=== design 1 ===
`src/rtl/fifo_uart_tx.sv`:
```
`default_nettype none
// =============================================================================
// Module   : fifo_uart_tx
// Drains 16-bit FIFO words onto a UART line as two LSB-first bytes, low byte
// first. Define UART_TX_PARITY_EN to add an even-parity bit to each byte.
// Revision : 1.0
// =============================================================================
module fifo_uart_tx #(
    parameter int CLK_DIV    = 868,
    parameter int RD_LAT     = 2,
    parameter int DATA_WIDTH = 16
) (
    input  logic                  clk,
    input  logic                  rst,
    input  logic [DATA_WIDTH-1:0] fifo_data,
    input  logic                  fifo_empty,
    output logic                  fifo_rd,
    output logic                  tx,
    output logic                  busy,
    output logic                  word_done
);

    localparam logic [15:0] c_DIV_LAST = 16'(CLK_DIV - 1);
    localparam logic [15:0] c_LAT_LAST = 16'(RD_LAT - 1);

`ifdef UART_TX_PARITY_EN
    typedef enum logic [2:0] {
        S_IDLE   = 3'd0,
        S_REQ    = 3'd1,
        S_WAIT   = 3'd2,
        S_START  = 3'd3,
        S_DATA   = 3'd4,
        S_STOP   = 3'd5,
        S_PARITY = 3'd6
    } state_t;
`else
    typedef enum logic [2:0] {
        S_IDLE  = 3'd0,
        S_REQ   = 3'd1,
        S_WAIT  = 3'd2,
        S_START = 3'd3,
        S_DATA  = 3'd4,
        S_STOP  = 3'd5
    } state_t;
`endif

    state_t                r_state;
    state_t                w_next;
    logic [15:0]           r_cnt;
    logic [2:0]            r_bit;
    logic                  r_sel;
    logic [DATA_WIDTH-1:0] r_shift;
    logic                  r_word_done;
    logic [7:0]            w_byte;
    logic                  w_bit_end;
    logic                  w_lat_end;

    assign w_byte    = r_sel ? r_shift[15:8] : r_shift[7:0];
    assign w_bit_end = (r_cnt == c_DIV_LAST);
    assign w_lat_end = (r_cnt == c_LAT_LAST);
    assign word_done = r_word_done;

    always_ff @(posedge clk) begin
        if (rst) begin
            r_state <= S_IDLE;
        end else begin
            r_state <= w_next;
        end
    end

    always_comb begin
        w_next  = r_state;
        fifo_rd = 1'b0;
        tx      = 1'b1;
        busy    = (r_state != S_IDLE);
        case (r_state)
            S_IDLE: begin
                if (!fifo_empty) w_next = S_REQ;
            end
            S_REQ: begin
                fifo_rd = 1'b1;
                w_next  = S_WAIT;
            end
            S_WAIT: begin
                if (w_lat_end) w_next = S_START;
            end
            S_START: begin
                tx = 1'b0;
                if (w_bit_end) w_next = S_DATA;
            end
            S_DATA: begin
                tx = w_byte[r_bit];
                if (w_bit_end && (r_bit == 3'd7)) begin
`ifdef UART_TX_PARITY_EN
                    w_next = S_PARITY;
`else
                    w_next = S_STOP;
`endif
                end
            end
`ifdef UART_TX_PARITY_EN
            S_PARITY: begin
                tx = ^w_byte;
                if (w_bit_end) w_next = S_STOP;
            end
`endif
            S_STOP: begin
                if (w_bit_end) w_next = r_sel ? S_IDLE : S_START;
            end
            default: w_next = S_IDLE;
        endcase
    end

    // The counter serves both the read-latency wait and the baud timing,
    // so the bit-boundary wrap is suppressed while waiting on the FIFO.
    always_ff @(posedge clk) begin
        if (rst) begin
            r_cnt       <= '0;
            r_bit       <= '0;
            r_sel       <= 1'b0;
            r_shift     <= '0;
            r_word_done <= 1'b0;
        end else begin
            r_word_done <= (r_state == S_STOP) && w_bit_end && r_sel;
            if ((r_state == S_IDLE) || (w_next != r_state) ||
                ((r_state != S_WAIT) && w_bit_end)) begin
                r_cnt <= '0;
            end else begin
                r_cnt <= r_cnt + 16'd1;
            end
            if (r_state == S_START) begin
                r_bit <= '0;
            end else if ((r_state == S_DATA) && w_bit_end) begin
                r_bit <= r_bit + 3'd1;
            end
            if ((r_state == S_WAIT) && w_lat_end) begin
                r_shift <= fifo_data;
                r_sel   <= 1'b0;
            end else if ((r_state == S_STOP) && w_bit_end && !r_sel) begin
                r_sel <= 1'b1;
            end
        end
    end

endmodule
`default_nettype wire

```
`config.mk`:
```
export PLATFORM = sky130hd
export DESIGN_NAME = fifo_uart_tx
export DESIGN_NICKNAME = d
export VERILOG_FILES = /design/src/rtl/fifo_uart_tx.sv
export SDC_FILE = /design/constraint.sdc
export NUM_CORES = 1
export LEC_CHECK = 0
export CORE_MARGIN = 2
export CORE_UTILIZATION = 45
export CTS_BUF_LIST = sky130_fd_sc_hd__clkbuf_8 sky130_fd_sc_hd__clkbuf_16
export DETAILED_ROUTE_END_ITERATION = 7
export PLACE_DENSITY = 0.73
export SLEW_MARGIN = 15
export SYNTH_ARGS = -nofsm -noshare
export SYNTH_HDL_FRONTEND = slang
export SYNTH_SLANG_ARGS = --single-unit
```
`constraint.sdc`:
```
create_clock -name clk -period 3.8 [get_ports clk]
set_input_delay 0.76 -clock clk [delete_from_list [all_inputs] [get_ports clk]]
set_output_delay 0.76 -clock clk [all_outputs]
set_load 0.01 [all_outputs]
```
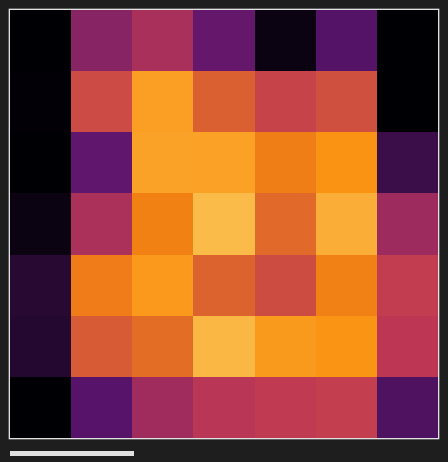
Design 1: local utilization
The bar under the picture is 20 um long. The die is cut into 7 by 7 equal tiles; black is low, pale yellow is high, 0 to 100% covered.
tiles over 75% full: 20%
mean over tiles: 46%
fullest tile: 85%
nearly empty tiles: 12%
densest ninth of the die: centre

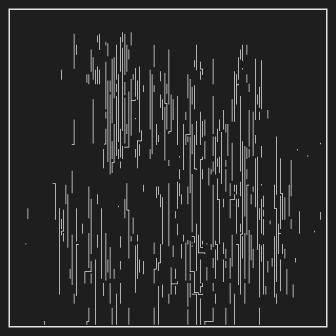
Design 1: signal wires on met2
main direction: vertical
share of all routed wire: 45%
nets with wire on the layer: 208
longest straight run: 20.2 um

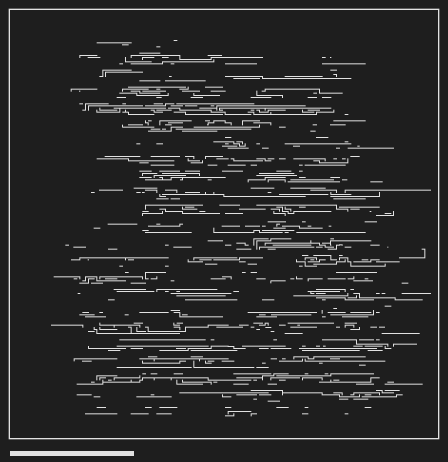
Design 1: M1 wires
The bar under the picture is 20 um long.
nets with wire on the layer: 234
wire length on this layer: 1820 um
main direction: horizontal
share of all routed wire: 49%
longest straight run: 17.9 um

==> impl_metrics.env <==
# yosys + openroad results
export IMPL_synth_seq_share=0.421
export IMPL_chip_area_um2=4770
export IMPL_antennaDiodeCount=0
export IMPL_cts_buffers_inserted=5
export IMPL_final_cell_area_um2=2260
export IMPL_average_cell_area_after_synthesis_um2=9.02
export IMPL_core_rowCount=23
export IMPL_worst_slew_pin_slew_ps=844
export IMPL_post_cts_setup_buffer_count=0
export IMPL_ys_types=37
export IMPL_worst_setup_path_endpoint="tx"
export IMPL_hold_buffers=0
export IMPL_gr_total_overflow=0
export IMPL_count_of_instances_resized_after_the_clock_tree_is_built=0
export IMPL_core_area_um2=4030
export IMPL_drc=0
export IMPL_cts_clk_slew_worst_paths_ps=80
export IMPL_critical_path_arrival_ps=2590
export IMPL_grt_start_max_net_pins=25
export IMPL_fp_util=0.472
export IMPL_yosys_warnings=0
export IMPL_p_leak_nw=0.737
export IMPL_synth_top_area_share=0.421
export IMPL_critPathMaxStageDelay_ps=550
export IMPL_outcome="finished clean"
export IMPL_timing_critical_path_depth=5
export IMPL_placed_area_um2=2140
export IMPL_top_cells_by_count="sky130_fd_sc_hd__nand2_1, sky130_fd_sc_hd__dfxtp_1, sky130_fd_sc_hd__nor2_1, sky130_fd_sc_hd__a21oi_1, sky130_fd_sc_hd__xor2_1"
export IMPL_timing_clock_skew_ps=11.0
export IMPL_cell_type_with_the_largest_total_area="sky130_fd_sc_hd__dfxtp_1"
export IMPL_dpl_hpwl_um=2570
export IMPL_p_comb_mw=0.0528
export IMPL_yosys_cells=211
export IMPL_ys_flops=40
-- cell type report --
cell class              count  area [um^2]
multi-input cells         158         1040
clock inverters             3         47.5
flip-flops and latches     40          801
clock buffers               5         68.8
fillers                   372         1770
well taps                  50         62.6
repair buffers             22          220
inverters                   4         15.0
-- flip-flops by register name (all words and copies together), names as in the netlist --
name / count
r_bit: 3
r_cnt: 16
r_sel: 1
r_shift: 16
r_state: 3
word_done: 1
-- per-layer routing --
metal | vias up | track usage | routed length (um)
met5 | - | 0 | 0
li1 | 774 | - | -
met4 | 0 | 0.0784 | 78
met3 | 8 | 0.0351 | 111
met1 | 703 | 0.221 | 1820
met2 | 25 | 0.263 | 1670
-- worst min-delay path: cells and delay by family, from the launching register on --
kind               cells  cell delay [ps]
DFF                    1              320
and+or+nand+nor        1               50
AOI/OAI and AO/OA      1               50
-- cells by family after synthesis --
family	share of synthesized area
flip-flops	0.421
adder cells (fa/ha/maj)	0.0263
AND/OR/NAND/NOR	0.276
buffers and inverters	0.0322
XOR/XNOR	0.0690
multiplexers	0.0828
AND-OR/OR-AND	0.0927

=== design 2 ===
--- src/rtl/clock_pkg.sv ---
// Shared types, limits and BCD helpers for the alarm clock and its digit counters.
package clock_pkg;

  typedef logic [3:0] bcd_digit_t;
  typedef logic [7:0] bcd_pair_t;

  typedef enum logic [1:0] {IDLE, RINGING, SNOOZED} alarm_state_t;

  localparam bcd_pair_t MAX_SEC  = 8'h59;
  localparam bcd_pair_t MAX_MIN  = 8'h59;
  localparam bcd_pair_t MAX_HOUR = 8'h23;

  // With both digits <= 9, plain binary compare orders BCD pairs correctly.
  function automatic logic bcd_pair_ok(input bcd_pair_t v, input bcd_pair_t max);
    bcd_digit_t tens;
    bcd_digit_t units;
    tens  = v[7:4];
    units = v[3:0];
    return (tens <= 4'd9) && (units <= 4'd9) && (v <= max);
  endfunction

  function automatic bcd_pair_t hour_display(input bcd_pair_t h24, input logic mode24);
    logic [6:0] bin;
    bin = 7'(h24[7:4]) * 7'd10 + 7'(h24[3:0]);
    if (mode24) return h24;
    if (bin == 7'd0) return 8'h12;
    if (bin > 7'd12) bin = bin - 7'd12;
    return {4'(bin / 7'd10), 4'(bin % 7'd10)};
  endfunction

endpackage

--- src/rtl/bcd_wrap_counter.sv ---
// Two-digit BCD counter wrapping MAX -> 00; load wins over inc, carry flags the wrap.
module bcd_wrap_counter
  import clock_pkg::*;
#(
  parameter bcd_pair_t MAX = 8'h59
) (
  input  logic      clk,
  input  logic      reset,
  input  logic      inc,
  input  logic      load,
  input  bcd_pair_t load_val,
  output bcd_pair_t q,
  output bcd_pair_t nxt,
  output logic      carry
);

  bcd_pair_t cnt_q, cnt_d;

  always_comb begin
    cnt_d = cnt_q;
    if (load) begin
      cnt_d = load_val;
    end else if (inc) begin
      if (cnt_q == MAX)             cnt_d = '0;
      else if (cnt_q[3:0] == 4'd9)  cnt_d = {cnt_q[7:4] + 4'd1, 4'd0};
      else                          cnt_d = {cnt_q[7:4], cnt_q[3:0] + 4'd1};
    end
  end

  always_ff @(posedge clk) begin
    if (reset) cnt_q <= '0;
    else       cnt_q <= cnt_d;
  end

  assign q     = cnt_q;
  assign nxt   = cnt_d;
  assign carry = inc && !load && (cnt_q == MAX);

endmodule

--- src/rtl/bcd_alarm_clock.sv ---
// 24 h BCD timekeeper with prescaler, 12/24 h display, and a ring/snooze alarm FSM.
module bcd_alarm_clock
  import clock_pkg::*;
#(
  parameter int unsigned CLK_DIV    = 1,
  parameter int unsigned SNOOZE_SEC = 300,
  parameter int unsigned RING_SEC   = 60
) (
  input  logic       clk,
  input  logic       reset,
  input  logic       ena,
  input  logic       mode24,
  input  logic       set_time,
  input  logic [7:0] set_hh,
  input  logic [7:0] set_mm,
  input  logic [7:0] set_ss,
  input  logic       alarm_wr,
  input  logic [7:0] alarm_hh,
  input  logic [7:0] alarm_mm,
  input  logic       alarm_on,
  input  logic       snooze,
  input  logic       stop,
  output logic [7:0] hh,
  output logic [7:0] mm,
  output logic [7:0] ss,
  output logic       pm,
  output logic       sec_tick,
  output logic       ringing
);

  localparam logic [23:0] DIV_LAST  = 24'(CLK_DIV - 1);
  localparam logic [31:0] SNOOZE_LD = 32'(SNOOZE_SEC);
  localparam logic [31:0] RING_LD   = 32'(RING_SEC);

  logic [23:0]  presc_q, presc_d;
  bcd_pair_t    alarm_hh_q, alarm_hh_d, alarm_mm_q, alarm_mm_d;
  alarm_state_t state_q, state_d;
  logic [31:0]  cnt_q, cnt_d;
  logic         tick_dly_q, tick_dly_d;
  bcd_pair_t    hh_q, hh_d, mm_q, mm_d, ss_q, ss_d;
  logic         pm_q, pm_d, sec_tick_q, sec_tick_d, ringing_q, ringing_d;

  logic         set_ok, alarm_ok, tick, alarm_hit;
  bcd_pair_t    hour_cur, min_cur, sec_cur, hour_nxt, min_nxt, sec_nxt;
  logic         sec_carry, min_carry, day_wrap_unused;

  // An out-of-range load is treated as if the strobe never happened.
  assign set_ok   = set_time && bcd_pair_ok(set_hh, MAX_HOUR) &&
                    bcd_pair_ok(set_mm, MAX_MIN) && bcd_pair_ok(set_ss, MAX_SEC);
  assign alarm_ok = alarm_wr && bcd_pair_ok(alarm_hh, MAX_HOUR) && bcd_pair_ok(alarm_mm, MAX_MIN);
  assign tick     = ena && !set_ok && (presc_q == DIV_LAST);

  bcd_wrap_counter #(.MAX(MAX_SEC)) u_sec (
    .clk(clk), .reset(reset), .inc(tick), .load(set_ok), .load_val(set_ss),
    .q(sec_cur), .nxt(sec_nxt), .carry(sec_carry)
  );

  bcd_wrap_counter #(.MAX(MAX_MIN)) u_min (
    .clk(clk), .reset(reset), .inc(sec_carry), .load(set_ok), .load_val(set_mm),
    .q(min_cur), .nxt(min_nxt), .carry(min_carry)
  );

  bcd_wrap_counter #(.MAX(MAX_HOUR)) u_hour (
    .clk(clk), .reset(reset), .inc(min_carry), .load(set_ok), .load_val(set_hh),
    .q(hour_cur), .nxt(hour_nxt), .carry(day_wrap_unused)
  );

  // The alarm fires on the tick that lands exactly on hh:mm:00.
  assign alarm_hit = tick && (hour_nxt == alarm_hh_q) && (min_nxt == alarm_mm_q) && (sec_nxt == 8'h00);

  always_comb begin
    presc_d    = presc_q;
    alarm_hh_d = alarm_hh_q;
    alarm_mm_d = alarm_mm_q;
    if (set_ok)   presc_d = '0;
    else if (ena) presc_d = (presc_q == DIV_LAST) ? '0 : presc_q + 24'd1;
    if (alarm_ok) begin
      alarm_hh_d = alarm_hh;
      alarm_mm_d = alarm_mm;
    end
  end

  always_comb begin
    state_d = state_q;
    cnt_d   = cnt_q;
    if (!alarm_on) begin
      state_d = IDLE;
    end else begin
      case (state_q)
        IDLE: begin
          if (alarm_hit) begin
            state_d = RINGING;
            cnt_d   = RING_LD;
          end
        end
        RINGING: begin
          if (stop) begin
            state_d = IDLE;
          end else if (snooze) begin
            state_d = SNOOZED;
            cnt_d   = SNOOZE_LD;
          end else if (tick) begin
            if (cnt_q <= 32'd1) state_d = IDLE;
            else                cnt_d   = cnt_q - 32'd1;
          end
        end
        SNOOZED: begin
          if (stop) begin
            state_d = IDLE;
          end else if (tick) begin
            if (cnt_q <= 32'd1) begin
              state_d = RINGING;
              cnt_d   = RING_LD;
            end else begin
              cnt_d = cnt_q - 32'd1;
            end
          end
        end
        default: state_d = IDLE;
      endcase
    end
  end

  // Output stage: everything shown lags the internal update by one edge.
  always_comb begin
    tick_dly_d = tick;
    hh_d       = hour_display(hour_cur, mode24);
    mm_d       = min_cur;
    ss_d       = sec_cur;
    pm_d       = (hour_cur >= 8'h12);
    sec_tick_d = tick_dly_q;
    ringing_d  = (state_q == RINGING);
  end

  always_ff @(posedge clk) begin
    if (reset) begin
      presc_q    <= '0;
      alarm_hh_q <= '0;
      alarm_mm_q <= '0;
      state_q    <= IDLE;
      cnt_q      <= '0;
      tick_dly_q <= 1'b0;
      hh_q       <= hour_display(8'h00, mode24);
      mm_q       <= '0;
      ss_q       <= '0;
      pm_q       <= 1'b0;
      sec_tick_q <= 1'b0;
      ringing_q  <= 1'b0;
    end else begin
      presc_q    <= presc_d;
      alarm_hh_q <= alarm_hh_d;
      alarm_mm_q <= alarm_mm_d;
      state_q    <= state_d;
      cnt_q      <= cnt_d;
      tick_dly_q <= tick_dly_d;
      hh_q       <= hh_d;
      mm_q       <= mm_d;
      ss_q       <= ss_d;
      pm_q       <= pm_d;
      sec_tick_q <= sec_tick_d;
      ringing_q  <= ringing_d;
    end
  end

  assign hh       = hh_q;
  assign mm       = mm_q;
  assign ss       = ss_q;
  assign pm       = pm_q;
  assign sec_tick = sec_tick_q;
  assign ringing  = ringing_q;

endmodule

--- config.mk ---
export PLATFORM = sky130hd
export DESIGN_NAME = bcd_alarm_clock
export DESIGN_NICKNAME = d
export VERILOG_FILES = /design/src/rtl/clock_pkg.sv /design/src/rtl/bcd_wrap_counter.sv /design/src/rtl/bcd_alarm_clock.sv
export SDC_FILE = /design/constraint.sdc
export NUM_CORES = 1
export LEC_CHECK = 0
export CORE_MARGIN = 4
export CORE_UTILIZATION = 35
export CTS_CLUSTER_SIZE = 28
export DETAILED_ROUTE_END_ITERATION = 7
export PLACE_DENSITY = 0.66
export RECOVER_POWER = 50
export SLEW_MARGIN = 15
export SYNTH_ARGS = -nofsm -noshare
export SYNTH_HDL_FRONTEND = slang
export SYNTH_HIERARCHICAL = 1
export SYNTH_SLANG_ARGS = --single-unit
--- constraint.sdc ---
create_clock -name clk -period 5.2 [get_ports clk]
set_input_delay 0.52 -clock clk [delete_from_list [all_inputs] [get_ports clk]]
set_output_delay 0.52 -clock clk [all_outputs]
set_load 0.01 [all_outputs]
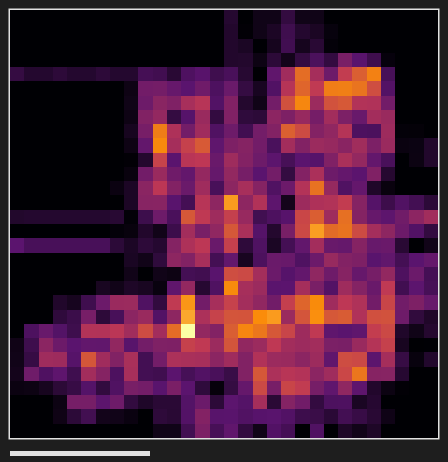
Design 2: routed metal per tile
The bar under the picture is 50 um long. The die is cut into 30 by 30 equal tiles; black is low, pale yellow is high, scaled to the fullest tile. Values are wire area over tile area, all layers added.
fullest tile: 0.59
densest ninth of the die: south
emptiest ninth of the die: north-west
nearly empty tiles: 29%
mean over tiles: 0.13
tiles over half the peak: 9.7%

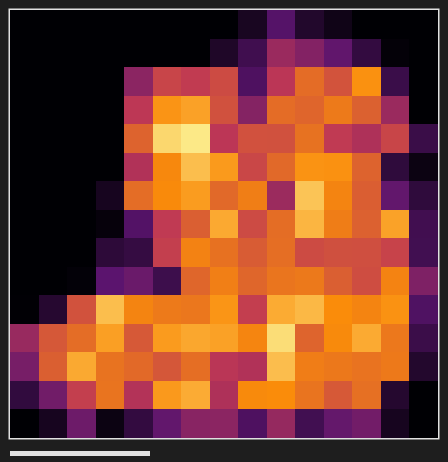
Design 2: local utilization
The bar under the picture is 50 um long. The die is cut into 15 by 15 equal tiles; black is low, pale yellow is high, 0 to 100% covered.
fullest tile: 95%
nearly empty tiles: 24%
tiles over 75% full: 13%
mean over tiles: 40%
emptiest ninth of the die: north-west

==> impl_metrics.env <==
# yosys + openroad results
export IMPL_setup_tns_final_ps=0
export IMPL_netSwitchingPower_mw=0.833
export IMPL_number_of_global_route_vias_before_repair=6236
export IMPL_finalHoldWorstSlack_ps=451
export IMPL_detail_route_wl_per_cell_um=15.0
export IMPL_drive_above_1_share=0.167
export IMPL_worst_setup_path_startpoint="set_hh[2]"
export IMPL_chip_area_um2=23200
export IMPL_gr_total_overflow=0
export IMPL_finish_net_count=1038
export IMPL_cts_clk_slew_worst_paths_ps=60
export IMPL_cts_buffers_inserted=17
export IMPL_drt_iter0_drc=364
export IMPL_critPathMaxStageDelay_ps=520
export IMPL_cp_cell_sequence="clkdlybuf4s50_1 -> o21ai_1 -> nand4_1 -> o2111ai_4 -> inv_2 -> nand3b_1 -> nor4_4 -> nand3b_1 -> nor4_2 -> buf_4 -> buf_4 -> a31oi_1 -> buf_4 -> a22o_1 -> xor2_1 -> nor4_1 -> nand3_1 -> o41ai_4 -> o211a_1 -> and3_4 -> nand2_4 -> or4_4 -> a21oi_2"
export IMPL_worstReg2RegStart="presc_q[0]$_SDFFE_PP0P_"
export IMPL_drtAntennaViolNets=0
export IMPL_mostFrequentLayoutCell="sky130_fd_sc_hd__dfxtp_1"
export IMPL_fp_util=0.358
export IMPL_final_cell_area_um2=9620
export IMPL_min_path_type="reg2reg"
export IMPL_critical_path_class="in2reg"
export IMPL_postRouteWirelength_um=18700
export IMPL_routed_wire_length_on_met3_um=776
export IMPL_count_of_instances_resized_after_the_clock_tree_is_built=0
export IMPL_worst_path_dominant_cell_family="simple AND/OR/NAND/NOR gates"
export IMPL_post_cts_setup_buffer_count=0
export IMPL_final_cell_count_no_fill=1244
export IMPL_slew_headroom=-0.542
export IMPL_met1_usage=0.203
export IMPL_power_per_unit_of_standard_cell_area_nw_per_um2=301
export IMPL_sequential_cell_power_consumption_mw=1.05
export IMPL_power_switching_fraction=0.288
export IMPL_average_cell_area_after_synthesis_um2=8.74
export IMPL_worst_slew_pin_slew_ps=2310
export IMPL_antennaDiodeCount=0
export IMPL_boundary_pin_count=76
export IMPL_layout_top_cells_excl_fill_tap="sky130_fd_sc_hd__dfxtp_1, sky130_fd_sc_hd__nor2_1, sky130_fd_sc_hd__buf_4, sky130_fd_sc_hd__nand2_1, sky130_fd_sc_hd__clkdlybuf4s50_1"
export IMPL_track_usage=0.157
export IMPL_power_total_mw=2.90
export IMPL_violations="capacitance limit, slew limit"
export IMPL_drc=0
export IMPL_log_warning_count=38
export IMPL_routed_top_layer="met4"
export IMPL_final_max_slew_viol_count=52
export IMPL_filler_cell_count=1941
export IMPL_power_sequential_fraction=0.364
export IMPL_route_vias_total=6480
export IMPL_timing_final_setup_violations=0
export IMPL_worst_setup_path_endpoint="cnt_q[26]$_SDFFE_PP0P_"
export IMPL_yosys_warnings=6
export IMPL_tritoncts="yes"
export IMPL_clock_tree_root_cell="sky130_fd_sc_hd__clkbuf_16"
export IMPL_route_met2_wl_um=9090
export IMPL_worst_ep_required_time_ps=5560
export IMPL_outcome="complete, but fails checks"
export IMPL_detail_route_wirelength_met1_um=8480
export IMPL_ctsLongestPathBuffers=2
export IMPL_drv_max_cap_violation_count=1
export IMPL_final_setup_worst_slack_ps=247
export IMPL_grt_start_max_net_pins=52
export IMPL_post_place_cells=1206
export IMPL_min_period_ps=4950
export IMPL_post_synth_inst_count=835
export IMPL_worst_r2r_endpoint="cnt_q[26]$_SDFFE_PP0P_"
export IMPL_route_detailed_vias_per_inst=5.21
export IMPL_first_pass_iters=5
export IMPL_placed_area_um2=8660
==> worst min path at each step <==
stage,startpoint,end,slack [ps],depth (start not counted)
floorplan,sec_tick_d$_SDFF_PP0_,sec_tick$_SDFF_PP0_,410,1
global placement,sec_tick_d$_SDFF_PP0_,sec_tick$_SDFF_PP0_,430,1
detailed placement,sec_tick_d$_SDFF_PP0_,sec_tick$_SDFF_PP0_,440,1
CTS,sec_tick_d$_SDFF_PP0_,sec_tick$_SDFF_PP0_,450,1
global route,sec_tick_d$_SDFF_PP0_,sec_tick$_SDFF_PP0_,460,1
finish,sec_tick_d$_SDFF_PP0_,sec_tick$_SDFF_PP0_,450,1
==> final cells by class <==
cell class	instances	area, um^2	share of cell area
Clock inverter	15	224	0.0233
Multi-Input combinational cell	648	4750	0.494
Sequential cell	126	2530	0.263
Timing Repair Buffer	134	1220	0.127
Inverter	34	128	0.0133
Tap cell	270	338	0.0351
Clock buffer	17	425	0.0442
==> flip-flops by register name, indices dropped and copies added, names as in the netlist <==
signal,count
ringing,1
presc_q,24
hh,8
sec_tick,1
u_min/q,8
u_hour/q,8
alarm_hh_q,8
mm,8
ss,8
cnt_q,32
u_sec/q,8
alarm_mm_q,8
sec_tick_d,1
pm,1
state_q,2

=== design 3 ===
## src/rtl/pipe_hazard_ctrl.sv

```systemverilog
// Pipeline hazard controller: stall/bubble generation, run/drain/halt FSM, saturating perf counters.
// Latency: pipeline controls are combinational in the same cycle; cpu_state and counters update on the next clk edge.
// Backpressure: none; the outputs are the stall/bubble back-pressure for the pipeline registers.
module pipe_hazard_ctrl #(
    parameter int CNT_W = 32
) (
    input  logic             clk,
    input  logic             rst_n,
    input  logic [3:0]       D_icode,
    input  logic [3:0]       E_icode,
    input  logic [3:0]       M_icode,
    input  logic [3:0]       W_icode,
    input  logic [3:0]       d_srcA,
    input  logic [3:0]       d_srcB,
    input  logic [3:0]       E_dstM,
    input  logic             e_Cnd,
    input  logic [2:0]       m_stat,
    input  logic [2:0]       W_stat,
    output logic             F_stall,
    output logic             D_stall,
    output logic             D_bubble,
    output logic             E_bubble,
    output logic             M_bubble,
    output logic             W_stall,
    output logic             set_cc,
    output logic [1:0]       cpu_state,
    output logic [CNT_W-1:0] cycle_cnt,
    output logic [CNT_W-1:0] retire_cnt,
    output logic [CNT_W-1:0] bubble_cnt
);

    localparam logic [3:0] I_MRMOVQ = 4'h5;
    localparam logic [3:0] I_OPQ    = 4'h6;
    localparam logic [3:0] I_JXX    = 4'h7;
    localparam logic [3:0] I_RET    = 4'h9;
    localparam logic [3:0] I_POPQ   = 4'hB;
    localparam logic [3:0] R_NONE   = 4'hF;
    localparam logic [2:0] S_AOK    = 3'd1;
    localparam logic [CNT_W-1:0] CNT_MAX = '1;

    typedef enum logic [1:0] {
        ST_RUN    = 2'd0,
        ST_DRAIN  = 2'd1,
        ST_HALTED = 2'd2
    } state_t;

    state_t state_q, state_d;
    logic [CNT_W-1:0] cycle_cnt_q, cycle_cnt_d;
    logic [CNT_W-1:0] retire_cnt_q, retire_cnt_d;
    logic [CNT_W-1:0] bubble_cnt_q, bubble_cnt_d;

    logic load_use, ret_pend, mispred, m_exc, w_exc, halted;

    always_comb begin
        load_use = ((E_icode == I_MRMOVQ) || (E_icode == I_POPQ)) && (E_dstM != R_NONE) &&
                   ((E_dstM == d_srcA) || (E_dstM == d_srcB));
        ret_pend = (D_icode == I_RET) || (E_icode == I_RET) || (M_icode == I_RET);
        mispred  = (E_icode == I_JXX) && !e_Cnd;
        m_exc    = (m_stat == 3'd2) || (m_stat == 3'd3) || (m_stat == 3'd4);
        w_exc    = (W_stat == 3'd2) || (W_stat == 3'd3) || (W_stat == 3'd4);
        halted   = (state_q == ST_HALTED);
    end

    // Once halted, the pipeline is frozen in place regardless of what the stages present.
    always_comb begin
        if (halted) begin
            F_stall  = 1'b1;
            D_stall  = 1'b1;
            D_bubble = 1'b0;
            E_bubble = 1'b0;
            M_bubble = 1'b1;
            W_stall  = 1'b1;
            set_cc   = 1'b0;
        end else begin
            F_stall  = load_use || ret_pend;
            D_stall  = load_use;
            D_bubble = mispred || (ret_pend && !load_use);
            E_bubble = mispred || load_use;
            M_bubble = m_exc || w_exc;
            W_stall  = w_exc;
            set_cc   = (E_icode == I_OPQ) && !m_exc && !w_exc;
        end
    end

    always_comb begin
        state_d = state_q;
        case (state_q)
            ST_RUN: begin
                if (w_exc)      state_d = ST_HALTED;
                else if (m_exc) state_d = ST_DRAIN;
            end
            ST_DRAIN: begin
                if (w_exc) state_d = ST_HALTED;
            end
            default: state_d = ST_HALTED;
        endcase
    end

    always_comb begin
        cycle_cnt_d  = cycle_cnt_q;
        retire_cnt_d = retire_cnt_q;
        bubble_cnt_d = bubble_cnt_q;
        if (!halted) begin
            if (cycle_cnt_q != CNT_MAX)
                cycle_cnt_d = cycle_cnt_q + CNT_W'(1);
            if ((W_stat == S_AOK) && !W_stall && (retire_cnt_q != CNT_MAX))
                retire_cnt_d = retire_cnt_q + CNT_W'(1);
            if ((D_bubble || E_bubble) && (bubble_cnt_q != CNT_MAX))
                bubble_cnt_d = bubble_cnt_q + CNT_W'(1);
        end
    end

    always_ff @(posedge clk or negedge rst_n) begin
        if (!rst_n) begin
            state_q      <= ST_RUN;
            cycle_cnt_q  <= '0;
            retire_cnt_q <= '0;
            bubble_cnt_q <= '0;
        end else begin
            state_q      <= state_d;
            cycle_cnt_q  <= cycle_cnt_d;
            retire_cnt_q <= retire_cnt_d;
            bubble_cnt_q <= bubble_cnt_d;
        end
    end

    assign cpu_state  = state_q;
    assign cycle_cnt  = cycle_cnt_q;
    assign retire_cnt = retire_cnt_q;
    assign bubble_cnt = bubble_cnt_q;

endmodule
```

## config.mk

```make
export PLATFORM = sky130hd
export DESIGN_NAME = pipe_hazard_ctrl
export DESIGN_NICKNAME = d
export VERILOG_FILES = /design/src/rtl/pipe_hazard_ctrl.sv
export SDC_FILE = /design/constraint.sdc
export NUM_CORES = 1
export LEC_CHECK = 0
export ABC_AREA = 1
export CELL_PAD_IN_SITES_DETAIL_PLACEMENT = 0
export CELL_PAD_IN_SITES_GLOBAL_PLACEMENT = 1
export CORE_UTILIZATION = 39
export CTS_CLUSTER_SIZE = 25
export DETAILED_ROUTE_END_ITERATION = 8
export GPL_TIMING_DRIVEN = 0
export PLACE_DENSITY_LB_ADDON = 0.1
export SYNTH_ARGS = -nofsm -noshare
export SYNTH_HDL_FRONTEND = slang
export SYNTH_SLANG_ARGS = --single-unit
```

## constraint.sdc

```tcl
create_clock -name clk -period 4.7 [get_ports clk]
set_input_delay 1.41 -clock clk [delete_from_list [all_inputs] [get_ports clk]]
set_output_delay 1.41 -clock clk [all_outputs]
set_load 0.02 [all_outputs]
```

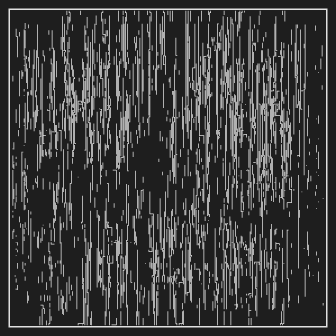
Design 3: signal wires on met2
nets with wire on the layer: 859
longest straight run: 54.7 um
share of all routed wire: 46%
wire length on this layer: 8480 um

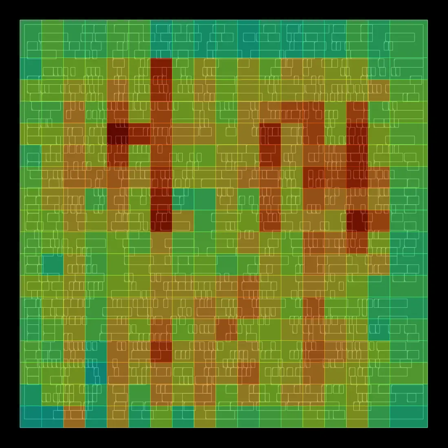
Design 3: routing congestion map
met2 capacity usage during global routing: 0.373
fin util: 0.525
global-route track usage on met1: 0.316
global-route met3 utilization: 0.0376
post-DR wirelength/cell: 14.4 um

==> impl_metrics.env <==
# yosys + openroad results
export IMPL_layout_area_top_class="logic gates"
export IMPL_irDropWorstVdd_v=0.000212
export IMPL_final_clk_cell_share=0.0375
export IMPL_log_warning_count=30
export IMPL_grt_start_max_net_pins=67
export IMPL_core_rowCount=46
export IMPL_outcome="finished clean"
export IMPL_p_leak_nw=3.70
export IMPL_maxClockFrequency_mhz=222
export IMPL_top_cells_by_area="sky130_fd_sc_hd__dfrtp_1, sky130_fd_sc_hd__nand2_1, sky130_fd_sc_hd__xor2_1, sky130_fd_sc_hd__nor2_1, sky130_fd_sc_hd__nand3_1"
export IMPL_synth_seq_share=0.388
export IMPL_whs_path_depth=1
export IMPL_dpl_worst_slack_ps=66.7
export IMPL_finish_net_count=1106
export IMPL_crit_fanout=2
export IMPL_nonClockInverterCount=81
export IMPL_register_area_um2=2450
export IMPL_logic_share_of_the_area=0.415
export IMPL_h_tree_depth=3
export IMPL_logic_gates=719
export IMPL_n_all_buffers=157
export IMPL_edf_count=0
export IMPL_ctsLongestPathBuffers=2
export IMPL_synth_top_area_share=0.388
export IMPL_worst_r2r_endpoint="cycle_cnt[9]$_DFFE_PN0P_"
export IMPL_n_tap_cell=216
export IMPL_finalWeightedCongestion=0.877
export IMPL_min_delay_worst_endpoint="retire_cnt[28]$_DFFE_PN0P_"
export IMPL_power_per_unit_of_standard_cell_area_nw_per_um2=206
export IMPL_cp_cell_sequence="clkdlybuf4s50_1 -> nor3_1 -> a21oi_1 -> nand3_1 -> nor4_1 -> clkdlybuf4s50_1"
export IMPL_die_size_x_um=129
export IMPL_average_cell_area_after_synthesis_um2=6.89
export IMPL_top_cells_by_count="sky130_fd_sc_hd__nand2_1, sky130_fd_sc_hd__nor2_1, sky130_fd_sc_hd__dfrtp_1, sky130_fd_sc_hd__inv_1, sky130_fd_sc_hd__nand3_1"
export IMPL_critPathMaxStageDelay_ps=660
export IMPL_mappedNetlistArea_um2=6320
export IMPL_drc=0
export IMPL_rsz0062_at_grt="no"
export IMPL_clock_tree_root_cell="sky130_fd_sc_hd__clkbuf_16"
export IMPL_postRouteWirelength_um=18600
export IMPL_hold_viol_final=0
export IMPL_hold_buffers=0
export IMPL_gr_total_overflow=0
export IMPL_track_usage=0.228
export IMPL_seq_cell_count=98
export IMPL_cts_sinks=98
export IMPL_worst_slew_pin_slew_ps=752
export IMPL_fp_util=0.399
export IMPL_antennaDiodeCount=0
export IMPL_critical_path_arrival_ps=3100
export IMPL_post_cts_setup_buffer_count=0
export IMPL_timing_clock_skew_ps=10.1
export IMPL_ys_flops=98
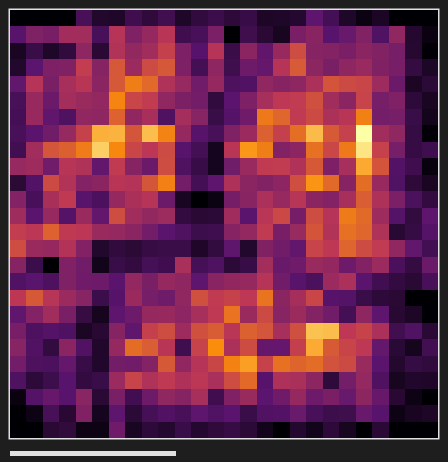
Design 3: routed metal per tile
The bar under the picture is 50 um long. The die is cut into 26 by 26 equal tiles; black is low, pale yellow is high, scaled to the fullest tile. Values are wire area over tile area, all layers added.
tiles over half the peak: 19%
mean over tiles: 0.17
fullest tile: 0.52
nearly empty tiles: 3.6%

==> cells by family after synthesis <==
kind of cell,Yosys count,synth area share
AND-OR/OR-AND,38,0.0301
buffers and inverters,100,0.0658
adder cells (fa/ha/maj),3,0.00594
XOR/XNOR,73,0.101
AND/OR/NAND/NOR,605,0.409
flip-flops,98,0.388
==> flip-flops by register name, summed over array words and instances (netlist names) <==
name and cells:
retire_cnt 32, bubble_cnt 32, cycle_cnt 32, cpu_state 2
==> per-layer routing <==
metal,part of all wire,vias up,global-route usage
met1,0.49,2879,0.316
li1,-,3195,-
met3,0.048,11,0.0376
met5,0,-,0
met4,0.0085,0,0.0519
met2,0.46,171,0.373
==> report_power, final <==
group | internal, mW | switching [mW]
Combinational | 0.0322 | 0.0342
Clock | 0.467 | 0.336
Sequential | 0.843 | 0
Total | 1.34 | 0.370
==> per-stage QoR <==
step                total power, mW  cell area, um^2  cells  hold WS, ps  setup TNS (ps)
finish                         1.71             8310   1287          515               0
global placement              0.925             7960   1270          488         -166260
global route                   1.77             8310   1287          540               0
CTS                            1.73             8300   1287          512               0
detailed placement            0.927             7980   1271          498               0
floorplan                     0.874             6320    917          599               0

=== design 4 ===
Design 4, signal wires on met2:
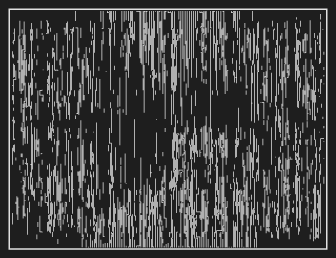
### config.mk
export PLATFORM = sky130hd
export DESIGN_NAME = ahb_master_arbiter
export DESIGN_NICKNAME = d
export VERILOG_FILES = /design/src/rtl/ahb_master_arbiter.sv
export SDC_FILE = /design/constraint.sdc
export NUM_CORES = 1
export LEC_CHECK = 0
export CAP_MARGIN = 40
export CORE_ASPECT_RATIO = 0.75
export CORE_UTILIZATION = 47
export CTS_CLUSTER_SIZE = 28
export DETAILED_ROUTE_END_ITERATION = 12
export GPL_ROUTABILITY_DRIVEN = 0
export PLACE_DENSITY = 0.95
export SLEW_MARGIN = 20
export SYNTH_ARGS = -nofsm -noshare
export SYNTH_HDL_FRONTEND = slang
export SYNTH_SLANG_ARGS = --single-unit
### constraint.sdc
create_clock -name clk -period 3.1 [get_ports clk]
set_input_delay 0.31 -clock clk [delete_from_list [all_inputs] [get_ports clk]]
set_output_delay 0.31 -clock clk [all_outputs]
set_load 0.05 [all_outputs]
### src/rtl/ahb_master_arbiter.sv
// ahb_master_arbiter
//
// Shares the core's single AHB-Lite master port between the instruction
// fetch requester (IF, read-only) and the load/store requester (MEM).
// Each granted request is carried through one AHB address phase and one
// data phase. Only one transfer is in flight at a time. The completion
// result is held in a per-requester register until the pipeline advances.
//
// Ports
//   clk, rst        system clock, synchronous active-high reset
//   if_req/if_addr  fetch request (held stable while ahb_bus_wait=1)
//   if_rdata/if_err latched fetch data and error
//   mem_req/mem_we/mem_addr/mem_size/mem_wdata
//                   load/store request (held stable while ahb_bus_wait=1)
//   mem_rdata/mem_err latched load data and load/store error
//   ahb_bus_wait    combinational stall request to cpu_ctrl
//   haddr/htrans/hwrite/hsize/hwdata   registered AHB master outputs
//   hrdata/hready/hresp                AHB slave responses
//
// Parameters
//   ADDR_WIDTH  width of request addresses and HADDR
//   DATA_WIDTH  width of read/write data
//   RR_ARB      0 = fixed priority (MEM wins), 1 = round-robin on last grant

module ahb_master_arbiter #(
    parameter int ADDR_WIDTH = 32,
    parameter int DATA_WIDTH = 32,
    parameter int RR_ARB     = 0
) (
    input  logic                  clk,
    input  logic                  rst,

    input  logic                  if_req,
    input  logic [ADDR_WIDTH-1:0] if_addr,
    output logic [DATA_WIDTH-1:0] if_rdata,
    output logic                  if_err,

    input  logic                  mem_req,
    input  logic                  mem_we,
    input  logic [ADDR_WIDTH-1:0] mem_addr,
    input  logic [1:0]            mem_size,
    input  logic [DATA_WIDTH-1:0] mem_wdata,
    output logic [DATA_WIDTH-1:0] mem_rdata,
    output logic                  mem_err,

    output logic                  ahb_bus_wait,

    output logic [ADDR_WIDTH-1:0] haddr,
    output logic [1:0]            htrans,
    output logic                  hwrite,
    output logic [2:0]            hsize,
    output logic [DATA_WIDTH-1:0] hwdata,
    input  logic [DATA_WIDTH-1:0] hrdata,
    input  logic                  hready,
    input  logic                  hresp
);

    localparam logic [1:0] ST_IDLE = 2'd0;
    localparam logic [1:0] ST_ADDR = 2'd1;
    localparam logic [1:0] ST_DATA = 2'd2;

    localparam logic [1:0] HTRANS_IDLE   = 2'b00;
    localparam logic [1:0] HTRANS_NONSEQ = 2'b10;

    // Instruction fetches are always full words.
    localparam logic [2:0] HSIZE_WORD = 3'b010;

    logic [1:0] state;

    // Owner of the transfer in flight: 1 = MEM, 0 = IF.
    logic       owner_mem;

    // Owner of the most recent grant, same encoding as owner_mem. Reset
    // to IF, so the first tie under round-robin goes to MEM.
    logic       last_grant;

    logic       if_rvalid;
    logic       mem_rvalid;

    logic       if_pend;
    logic       mem_pend;
    logic       grant_mem;

    // A requester stays pending until its result has been delivered.
    // The stall is combinational, so a new request stalls the pipeline in
    // the same cycle it appears.
    assign if_pend      = if_req  & ~if_rvalid;
    assign mem_pend     = mem_req & ~mem_rvalid;
    assign ahb_bus_wait = if_pend | mem_pend;

    // Grant selection. Used only in IDLE when at least one request is
    // pending. With a single pending requester it always wins. On a tie,
    // fixed priority picks MEM, and round-robin picks whoever was not
    // granted last.
    always_comb begin
        grant_mem = mem_pend;
        if ((RR_ARB != 0) && if_pend && mem_pend) begin
            grant_mem = ~last_grant;
        end
    end

    always_ff @(posedge clk) begin
        if (rst) begin
            state      <= ST_IDLE;
            owner_mem  <= 1'b0;
            last_grant <= 1'b0;
            htrans     <= HTRANS_IDLE;
            haddr      <= '0;
            hwrite     <= 1'b0;
            hsize      <= 3'b000;
            hwdata     <= '0;
            if_rdata   <= '0;
            if_err     <= 1'b0;
            if_rvalid  <= 1'b0;
            mem_rdata  <= '0;
            mem_err    <= 1'b0;
            mem_rvalid <= 1'b0;
        end else begin
            // Release: once the pipeline is no longer stalled, the
            // requesters have sampled their results. Clear the valid flags
            // so that the next request becomes pending. A completion in
            // the same cycle, written below, takes precedence.
            if (!ahb_bus_wait) begin
                if_rvalid  <= 1'b0;
                mem_rvalid <= 1'b0;
            end

            case (state)
                ST_IDLE: begin
                    if (if_pend || mem_pend) begin
                        htrans     <= HTRANS_NONSEQ;
                        owner_mem  <= grant_mem;
                        last_grant <= grant_mem;
                        if (grant_mem) begin
                            haddr  <= mem_addr;
                            hwrite <= mem_we;
                            hsize  <= {1'b0, mem_size};
                        end else begin
                            haddr  <= if_addr;
                            hwrite <= 1'b0;
                            hsize  <= HSIZE_WORD;
                        end
                        state <= ST_ADDR;
                    end
                end

                ST_ADDR: begin
                    // Address-phase controls stay on the bus until the
                    // slave accepts them.
                    if (hready) begin
                        htrans <= HTRANS_IDLE;
                        // hwrite is set only for a MEM store, so it also
                        // selects whether write data is needed.
                        if (owner_mem && hwrite) begin
                            hwdata <= mem_wdata;
                        end
                        state <= ST_DATA;
                    end
                end

                ST_DATA: begin
                    if (hready) begin
                        // An ERROR response finishes like a normal transfer
                        // with the error flag set. Read data from an ERROR
                        // response is not meaningful, so the previous
                        // rdata is kept.
                        if (owner_mem) begin
                            mem_err    <= hresp;
                            mem_rvalid <= 1'b1;
                            if (!hwrite && !hresp) begin
                                mem_rdata <= hrdata;
                            end
                        end else begin
                            if_err    <= hresp;
                            if_rvalid <= 1'b1;
                            if (!hresp) begin
                                if_rdata <= hrdata;
                            end
                        end
                        state <= ST_IDLE;
                    end
                end

                default: begin
                    state  <= ST_IDLE;
                    htrans <= HTRANS_IDLE;
                end
            endcase
        end
    end

endmodule
==> impl_metrics.env <==
# yosys + openroad results
export IMPL_outcome="complete, but fails checks"
export IMPL_violations="DRC"
export IMPL_first_pass_iters=9
export IMPL_cts_clk_slew_worst_paths_ps=60
export IMPL_fin_util=0.746
export IMPL_gr_max_usage_layer="met2"
export IMPL_track_usage=0.240
export IMPL_hold_buffers=0
export IMPL_min_delay_start="rst"
export IMPL_critical_path_class="reg2out"
export IMPL_register_area_um2=2780
export IMPL_finish_net_count=1042
export IMPL_drc=36
export IMPL_core_area_um2=13300
export IMPL_worst_setup_path_endpoint="hwrite"
export IMPL_power_total_mw=4.85
export IMPL_port_buffers=271
export IMPL_insertion_delay_ps=410
export IMPL_layout_area_top_class="logic gates"
export IMPL_detail_route_wl_per_cell_um=16.0
export IMPL_layout_area_comb_um2=3490
export IMPL_average_cell_area_after_synthesis_um2=9.93
export IMPL_maxClockFrequency_mhz=505
export IMPL_core_rowCount=36
export IMPL_synth_seq_share=0.425
export IMPL_nonClockInverterCount=2
export IMPL_timing_final_crit_share=0.639
export IMPL_postSynth_topFlopCell="sky130_fd_sc_hd__dfxtp_1"
export IMPL_min_delay_worst_endpoint="if_err$_SDFFE_PP0P_"
export IMPL_mappedNetlistArea_um2=6540
export IMPL_whs_path_depth=2
export IMPL_bufAreaShareNonClock=0.282
export IMPL_capturing_element_type_of_the_critical_path="output port"
export IMPL_grt_start_max_net_pins=121
export IMPL_antennaDiodeCount=0
export IMPL_drive_above_1_share=0.0862
export IMPL_fp_util=0.492
export IMPL_worstPathBufferInverterCount=1
export IMPL_top_cells_by_area="sky130_fd_sc_hd__dfxtp_1, sky130_fd_sc_hd__mux2i_1, sky130_fd_sc_hd__nand2b_1, sky130_fd_sc_hd__o211ai_2, sky130_fd_sc_hd__nor2b_1"
export IMPL_ys_flops=139
export IMPL_mostFrequentLayoutCell="sky130_fd_sc_hd__clkdlybuf4s50_1"
export IMPL_critical_path_startpoint_type="flop"
export IMPL_worstRegToRegCells=3
export IMPL_worstReg2RegStart="state[1]$_SDFFE_PP0P_"
export IMPL_crit_fanout=5
export IMPL_top_cells_by_count="sky130_fd_sc_hd__nand2b_1, sky130_fd_sc_hd__dfxtp_1, sky130_fd_sc_hd__mux2i_1, sky130_fd_sc_hd__nand2_1, sky130_fd_sc_hd__nor2b_1"
export IMPL_drv_max_cap_violation_count=0
export IMPL_die_size_y_um=104
export IMPL_critical_path_arrival_ps=1670
export IMPL_clock_tree_root_cell="sky130_fd_sc_hd__clkbuf_16"
export IMPL_slew_headroom=0.567
export IMPL_worst_setup_path_startpoint="hwrite$_SDFFE_PP0P_"
export IMPL_ctsLongestPathBuffers=2
export IMPL_layout_top_cells_excl_fill_tap="sky130_fd_sc_hd__clkdlybuf4s50_1, sky130_fd_sc_hd__nand2b_1, sky130_fd_sc_hd__dfxtp_1, sky130_fd_sc_hd__mux2i_1, sky130_fd_sc_hd__nand2_1"
export IMPL_worst_path_dominant_cell_family="buffers and inverters"
export IMPL_cts_buffers_inserted=17
export IMPL_final_clk_cell_share=0.0626
## Picture notes: 'signal wires on met2' of design 4
wire length on this layer: 8130 um
longest straight run: 44.9 um
share of all routed wire: 47%

-- logic make-up after synthesis --
logic type,count (synthesis),synth area share
compound gates,45,0.0736
buf+inv,57,0.0453
flops,139,0.425
mux,130,0.199
other cells,1,0.000573
simple gates,287,0.256
-- power breakdown --
part	switching [mW]	leakage [nW]	total, mW	internal [mW]
Combinational	0.440	2.42	0.822	0.382
Clock	0.792	0.293	2.14	1.35
Sequential	0.0351	1.13	1.88	1.85
-- per-stage QoR --
| step | setup slack [ps] | instances | hold WS [ps] |
|---|---|---|---|
| 2_1_floorplan | 1500 | 660 | 445 |
| 3_3_place_gp | 1050 | 1057 | 445 |
| 3_5_place_dp | 975 | 1057 | 454 |
| 4_1_cts | 1100 | 1088 | 247 |
| 5_1_grt | 1060 | 1088 | 263 |
| 6_report | 1120 | 1088 | 260 |
-- state kept, by name, summed over array words and instances (netlist names) --
signal,cells
owner_mem,1
if_err,1
mem_err,1
hsize,2
state,2
mem_rvalid,1
haddr,32
mem_rdata,32
htrans,1
hwdata,32
hwrite,1
if_rdata,32
if_rvalid,1
-- metal layers --
layer / up-vias / wire length, um
li1: 2707 / -
met1: 2536 / 7590
met2: 176 / 8130
met3: 22 / 1350
met4: 0 / 317
met5: - / 0

=== design 5 ===
Design 5, signal wires on met2:
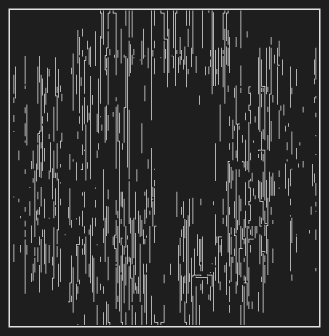
==> config.mk <==
export PLATFORM = sky130hd
export DESIGN_NAME = arith_cmd_requester
export DESIGN_NICKNAME = d
export VERILOG_FILES = /design/src/rtl/arith_cmd_requester.sv
export SDC_FILE = /design/constraint.sdc
export NUM_CORES = 1
export LEC_CHECK = 0
export CAP_MARGIN = 20
export CORE_AREA = 2 2 87 89
export DETAILED_ROUTE_END_ITERATION = 16
export DIE_AREA = 0 0 89 91
export GPL_ROUTABILITY_DRIVEN = 0
export PLACE_DENSITY = 0.74
export SLEW_MARGIN = 10
export SYNTH_ARGS = -nofsm -noshare
export SYNTH_HDL_FRONTEND = slang
export SYNTH_SLANG_ARGS = --single-unit
==> constraint.sdc <==
create_clock -name clk -period 3.2 [get_ports clk]
set_input_delay 0.64 -clock clk [delete_from_list [all_inputs] [get_ports clk]]
set_output_delay 0.64 -clock clk [all_outputs]
set_load 0.05 [all_outputs]
==> src/rtl/arith_cmd_requester.sv <==
// arith_cmd_requester
//   Initiator for the arithmetic unit. Accepts one command at a time over a
//   valid/ready channel, drives registered operands into the unit, waits out
//   the unit's pipeline latency, captures C/rem and returns them over a
//   valid/ready response channel. Divide-by-zero is answered locally without
//   touching the unit operands.
//
// Ports
//   clk, rst                     clock, synchronous active-low reset
//   cmd_valid/cmd_ready          command handshake (ready only in IDLE)
//   cmd_a, cmd_b, cmd_op         operands and op (00 add, 01 sub, 10 mul, 11 div)
//   rsp_valid/rsp_ready          response handshake
//   rsp_result, rsp_rem          captured C / rem (all-ones / cmd_a on div0)
//   rsp_op, rsp_div0             op code of the response, divide-by-zero flag
//   au_a, au_b, au_sel           registered operands to the arithmetic unit
//   au_c, au_rem                 results from the arithmetic unit
//   busy                         not in IDLE
//   op_count                     completed responses, wraps
//
// State | Meaning
// IDLE  | ready for a command
// WAIT  | operands issued, counting down the unit latency
// CAPT  | unit output stable, capture it this edge
// RESP  | response held until the consumer takes it
module arith_cmd_requester #(
  parameter int DIN_W  = 8,
  parameter int DOUT_W = 16,
  parameter int AU_LAT = 2,
  parameter int CNT_W  = 16
) (
  input  logic              clk,
  input  logic              rst,
  input  logic              cmd_valid,
  output logic              cmd_ready,
  input  logic [DIN_W-1:0]  cmd_a,
  input  logic [DIN_W-1:0]  cmd_b,
  input  logic [1:0]        cmd_op,
  output logic              rsp_valid,
  input  logic              rsp_ready,
  output logic [DOUT_W-1:0] rsp_result,
  output logic [DIN_W-1:0]  rsp_rem,
  output logic [1:0]        rsp_op,
  output logic              rsp_div0,
  output logic [DIN_W-1:0]  au_a,
  output logic [DIN_W-1:0]  au_b,
  output logic [1:0]        au_sel,
  input  logic [DOUT_W-1:0] au_c,
  input  logic [DIN_W-1:0]  au_rem,
  output logic              busy,
  output logic [CNT_W-1:0]  op_count
);

  localparam int WCW = (AU_LAT > 1) ? $clog2(AU_LAT) : 1;
  localparam logic [1:0] OP_DIV = 2'b11;

  typedef enum logic [1:0] {IDLE, WAIT, CAPT, RESP} state_t;

  state_t         state;
  logic [WCW-1:0] wait_cnt;
  logic           accept;
  logic           is_div0;

  // Ready and busy are pure decodes of the state register, so there is no
  // combinational path from cmd_valid to cmd_ready.
  assign cmd_ready = (state == IDLE);
  assign busy      = (state != IDLE);
  assign accept    = cmd_valid && cmd_ready;
  assign is_div0   = (cmd_op == OP_DIV) && (cmd_b == '0);

  always_ff @(posedge clk) begin
    if (!rst) begin
      state      <= IDLE;
      wait_cnt   <= '0;
      rsp_valid  <= 1'b0;
      rsp_result <= '0;
      rsp_rem    <= '0;
      rsp_op     <= '0;
      rsp_div0   <= 1'b0;
      au_a       <= '0;
      au_b       <= '0;
      au_sel     <= '0;
      op_count   <= '0;
    end else begin
      case (state)
        IDLE: begin
          if (accept) begin
            rsp_op <= cmd_op;
            if (is_div0) begin
              // Answered locally; the unit keeps its previous operands.
              rsp_result <= '1;
              rsp_rem    <= cmd_a;
              rsp_div0   <= 1'b1;
              state      <= RESP;
            end else begin
              au_a     <= cmd_a;
              au_b     <= cmd_b;
              au_sel   <= cmd_op;
              rsp_div0 <= 1'b0;
              wait_cnt <= WCW'(AU_LAT - 1);
              state    <= WAIT;
            end
          end
        end
        WAIT: begin
          if (wait_cnt == '0) state <= CAPT;
          else                wait_cnt <= wait_cnt - 1'b1;
        end
        CAPT: begin
          rsp_result <= au_c;
          rsp_rem    <= au_rem;
          rsp_valid  <= 1'b1;
          state      <= RESP;
        end
        RESP: begin
          // The div0 path arrives here with rsp_valid still low and raises
          // it one edge after accept.
          if (!rsp_valid) begin
            rsp_valid <= 1'b1;
          end else if (rsp_ready) begin
            rsp_valid <= 1'b0;
            op_count  <= op_count + 1'b1;
            state     <= IDLE;
          end
        end
        default: state <= IDLE;
      endcase
    end
  end

endmodule

==> impl_metrics.env <==
# yosys + openroad results
export IMPL_critical_path_startpoint_type="flop"
export IMPL_internal_power_mw=1.89
export IMPL_yosys_cells=318
export IMPL_drive_above_1_share=0.0704
export IMPL_grt_start_max_net_pins=36
export IMPL_routed_top_layer="met4"
export IMPL_placed_area_um2=4000
export IMPL_layout_top_cells_excl_fill_tap="sky130_fd_sc_hd__clkdlybuf4s50_1, sky130_fd_sc_hd__dfxtp_1, sky130_fd_sc_hd__nand2_1, sky130_fd_sc_hd__nor3_1, sky130_fd_sc_hd__inv_1"
export IMPL_postRouteWirelength_um=7110
export IMPL_pwr_group_clock_mw=0.696
export IMPL_yosys_warnings=0
export IMPL_top_cells_by_area="sky130_fd_sc_hd__dfxtp_1, sky130_fd_sc_hd__mux2i_1, sky130_fd_sc_hd__nand2_1, sky130_fd_sc_hd__nor3_1, sky130_fd_sc_hd__a311oi_1"
export IMPL_maxClockFrequency_mhz=369
export IMPL_yosys_stat_chipArea_um2=2880
export IMPL_drt_iter0_drc=62
export IMPL_worst_path_dominant_cell_family="buffers and inverters"
export IMPL_timing_clock_skew_ps=10.3
export IMPL_post_cts_setup_buffer_count=0
export IMPL_outcome="finished clean"
export IMPL_cell_type_with_the_largest_total_area="sky130_fd_sc_hd__dfxtp_1"
export IMPL_core_area_um2=7140
export IMPL_log_warning_count=29
export IMPL_ys_sh_simple=0.216
export IMPL_routed_wire_length_on_met3_um=597
export IMPL_detail_route_wl_per_cell_um=13.5
export IMPL_critical_path_arrival_ps=2070
export IMPL_ys_types=42
export IMPL_antenna_violations_before_repair=0
export IMPL_async_flop_share=0
export IMPL_synth_dominant_cell_count="sky130_fd_sc_hd__dfxtp_1"
export IMPL_crit_fanout=10
export IMPL_synthMuxAreaShare=0.0730
export IMPL_top_cells_by_count="sky130_fd_sc_hd__dfxtp_1, sky130_fd_sc_hd__nand2_1, sky130_fd_sc_hd__nor3_1, sky130_fd_sc_hd__inv_1, sky130_fd_sc_hd__mux2i_1"
export IMPL_synth_top_area_share=0.452
export IMPL_mappedNetlistArea_um2=2880
export IMPL_fa_ha_area_frac=0.0217
export IMPL_first_pass_iters=4
export IMPL_route_met2_wl_um=3340
export IMPL_insertion_delay_ps=330
export IMPL_fin_util=0.588
export IMPL_max_stage_delay_cell_worst_path="sky130_fd_sc_hd__clkdlybuf4s50_1"
export IMPL_slew_headroom=0.370
export IMPL_tritoncts="yes"
export IMPL_setup_tns_final_ps=0
export IMPL_detail_route_wirelength_met1_um=3070
export IMPL_ys_flops=65
export IMPL_power_per_unit_of_standard_cell_area_nw_per_um2=762
export IMPL_critical_path_class="reg2out"
export IMPL_h_tree_depth=3
export IMPL_hold_buffers=0
export IMPL_drtAntennaViolNets=0
export IMPL_p_comb_mw=1.46
export IMPL_gr_total_overflow=0
export IMPL_cts_buffers_inserted=9
export IMPL_power_sequential_fraction=0.326
export IMPL_power_switching_fraction=0.410
export IMPL_dpl_hpwl_um=5130
## Picture notes: 'signal wires on met2' of design 5
nets with wire on the layer: 397
longest straight run: 31.4 um
main direction: vertical

[final cells by class]
type / instances / area [um^2] / share of cell area
Timing Repair Buffer: 116 / 1140 / 0.273
Clock inverter: 2 / 37.5 / 0.00894
Clock buffer: 13 / 159 / 0.0379
Sequential cell: 65 / 1300 / 0.310
Multi-Input combinational cell: 206 / 1340 / 0.320
Inverter: 24 / 90.1 / 0.0215
Tap cell: 99 / 124 / 0.0295
[final timing paths]
| kind | cells after the start | slack (ps) | start | to |
|---|---|---|---|---|
| max reg2reg | 5 | 910 | state[0]$_SDFFE_PN0P_ | au_sel[0]$_SDFFE_PN0P_ |
| min reg2reg | 2 | 460 | au_b[3]$_SDFFE_PN0P_ | au_b[3]$_SDFFE_PN0P_ |
| min | 2 | 460 | au_b[3]$_SDFFE_PN0P_ | au_b[3]$_SDFFE_PN0P_ |
| max | 4 | 490 | state[0]$_SDFFE_PN0P_ | busy |
[per-stage QoR]
stage	hold WS [ps]	power (mW)	setup WS, ps	cells
after global routing	492	3.38	350	525
after floorplan	476	2.10	880	318
after global placement	441	2.51	529	510
after CTS	464	3.24	453	525
after detailed placement	451	2.53	471	510
final	462	3.20	490	525


==> notes/layouts.md <==
Pictures saved along the way, in no particular order.

Routed metal per tile.
panel A
The bar under the picture is 20 um long. The die is cut into 18 by 18 equal tiles; black is low, pale yellow is high, scaled to the fullest tile. Values are wire area over tile area, all layers added.
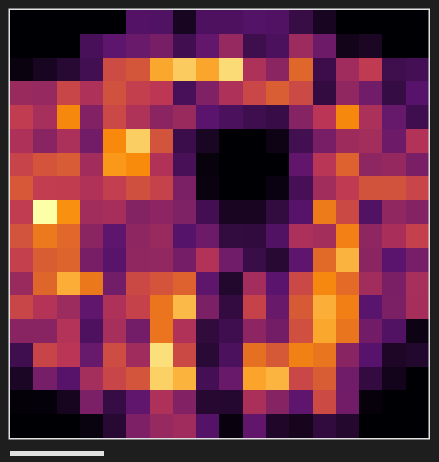
panel B
The bar under the picture is 50 um long. The die is cut into 28 by 21 equal tiles; black is low, pale yellow is high, scaled to the fullest tile. Values are wire area over tile area, all layers added.
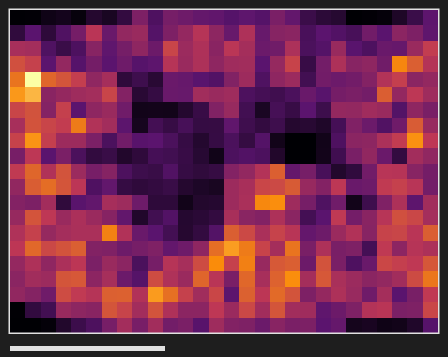
panel C
The bar under the picture is 20 um long. The die is cut into 14 by 14 equal tiles; black is low, pale yellow is high, scaled to the fullest tile. Values are wire area over tile area, all layers added.
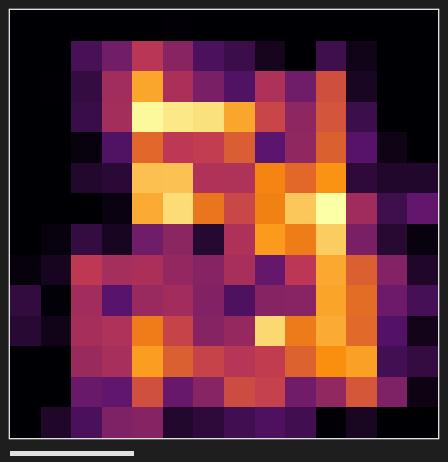
Of these, largest die: panel B
Of these, smallest die: panel C
design 1 -> panel C
design 5 -> panel A
design 4 -> panel B

Key to panel C:
emptiest ninth of the die: north-east
fullest tile: 0.39
mean over tiles: 0.12

Power is estimated from default activity; no workload was simulated.
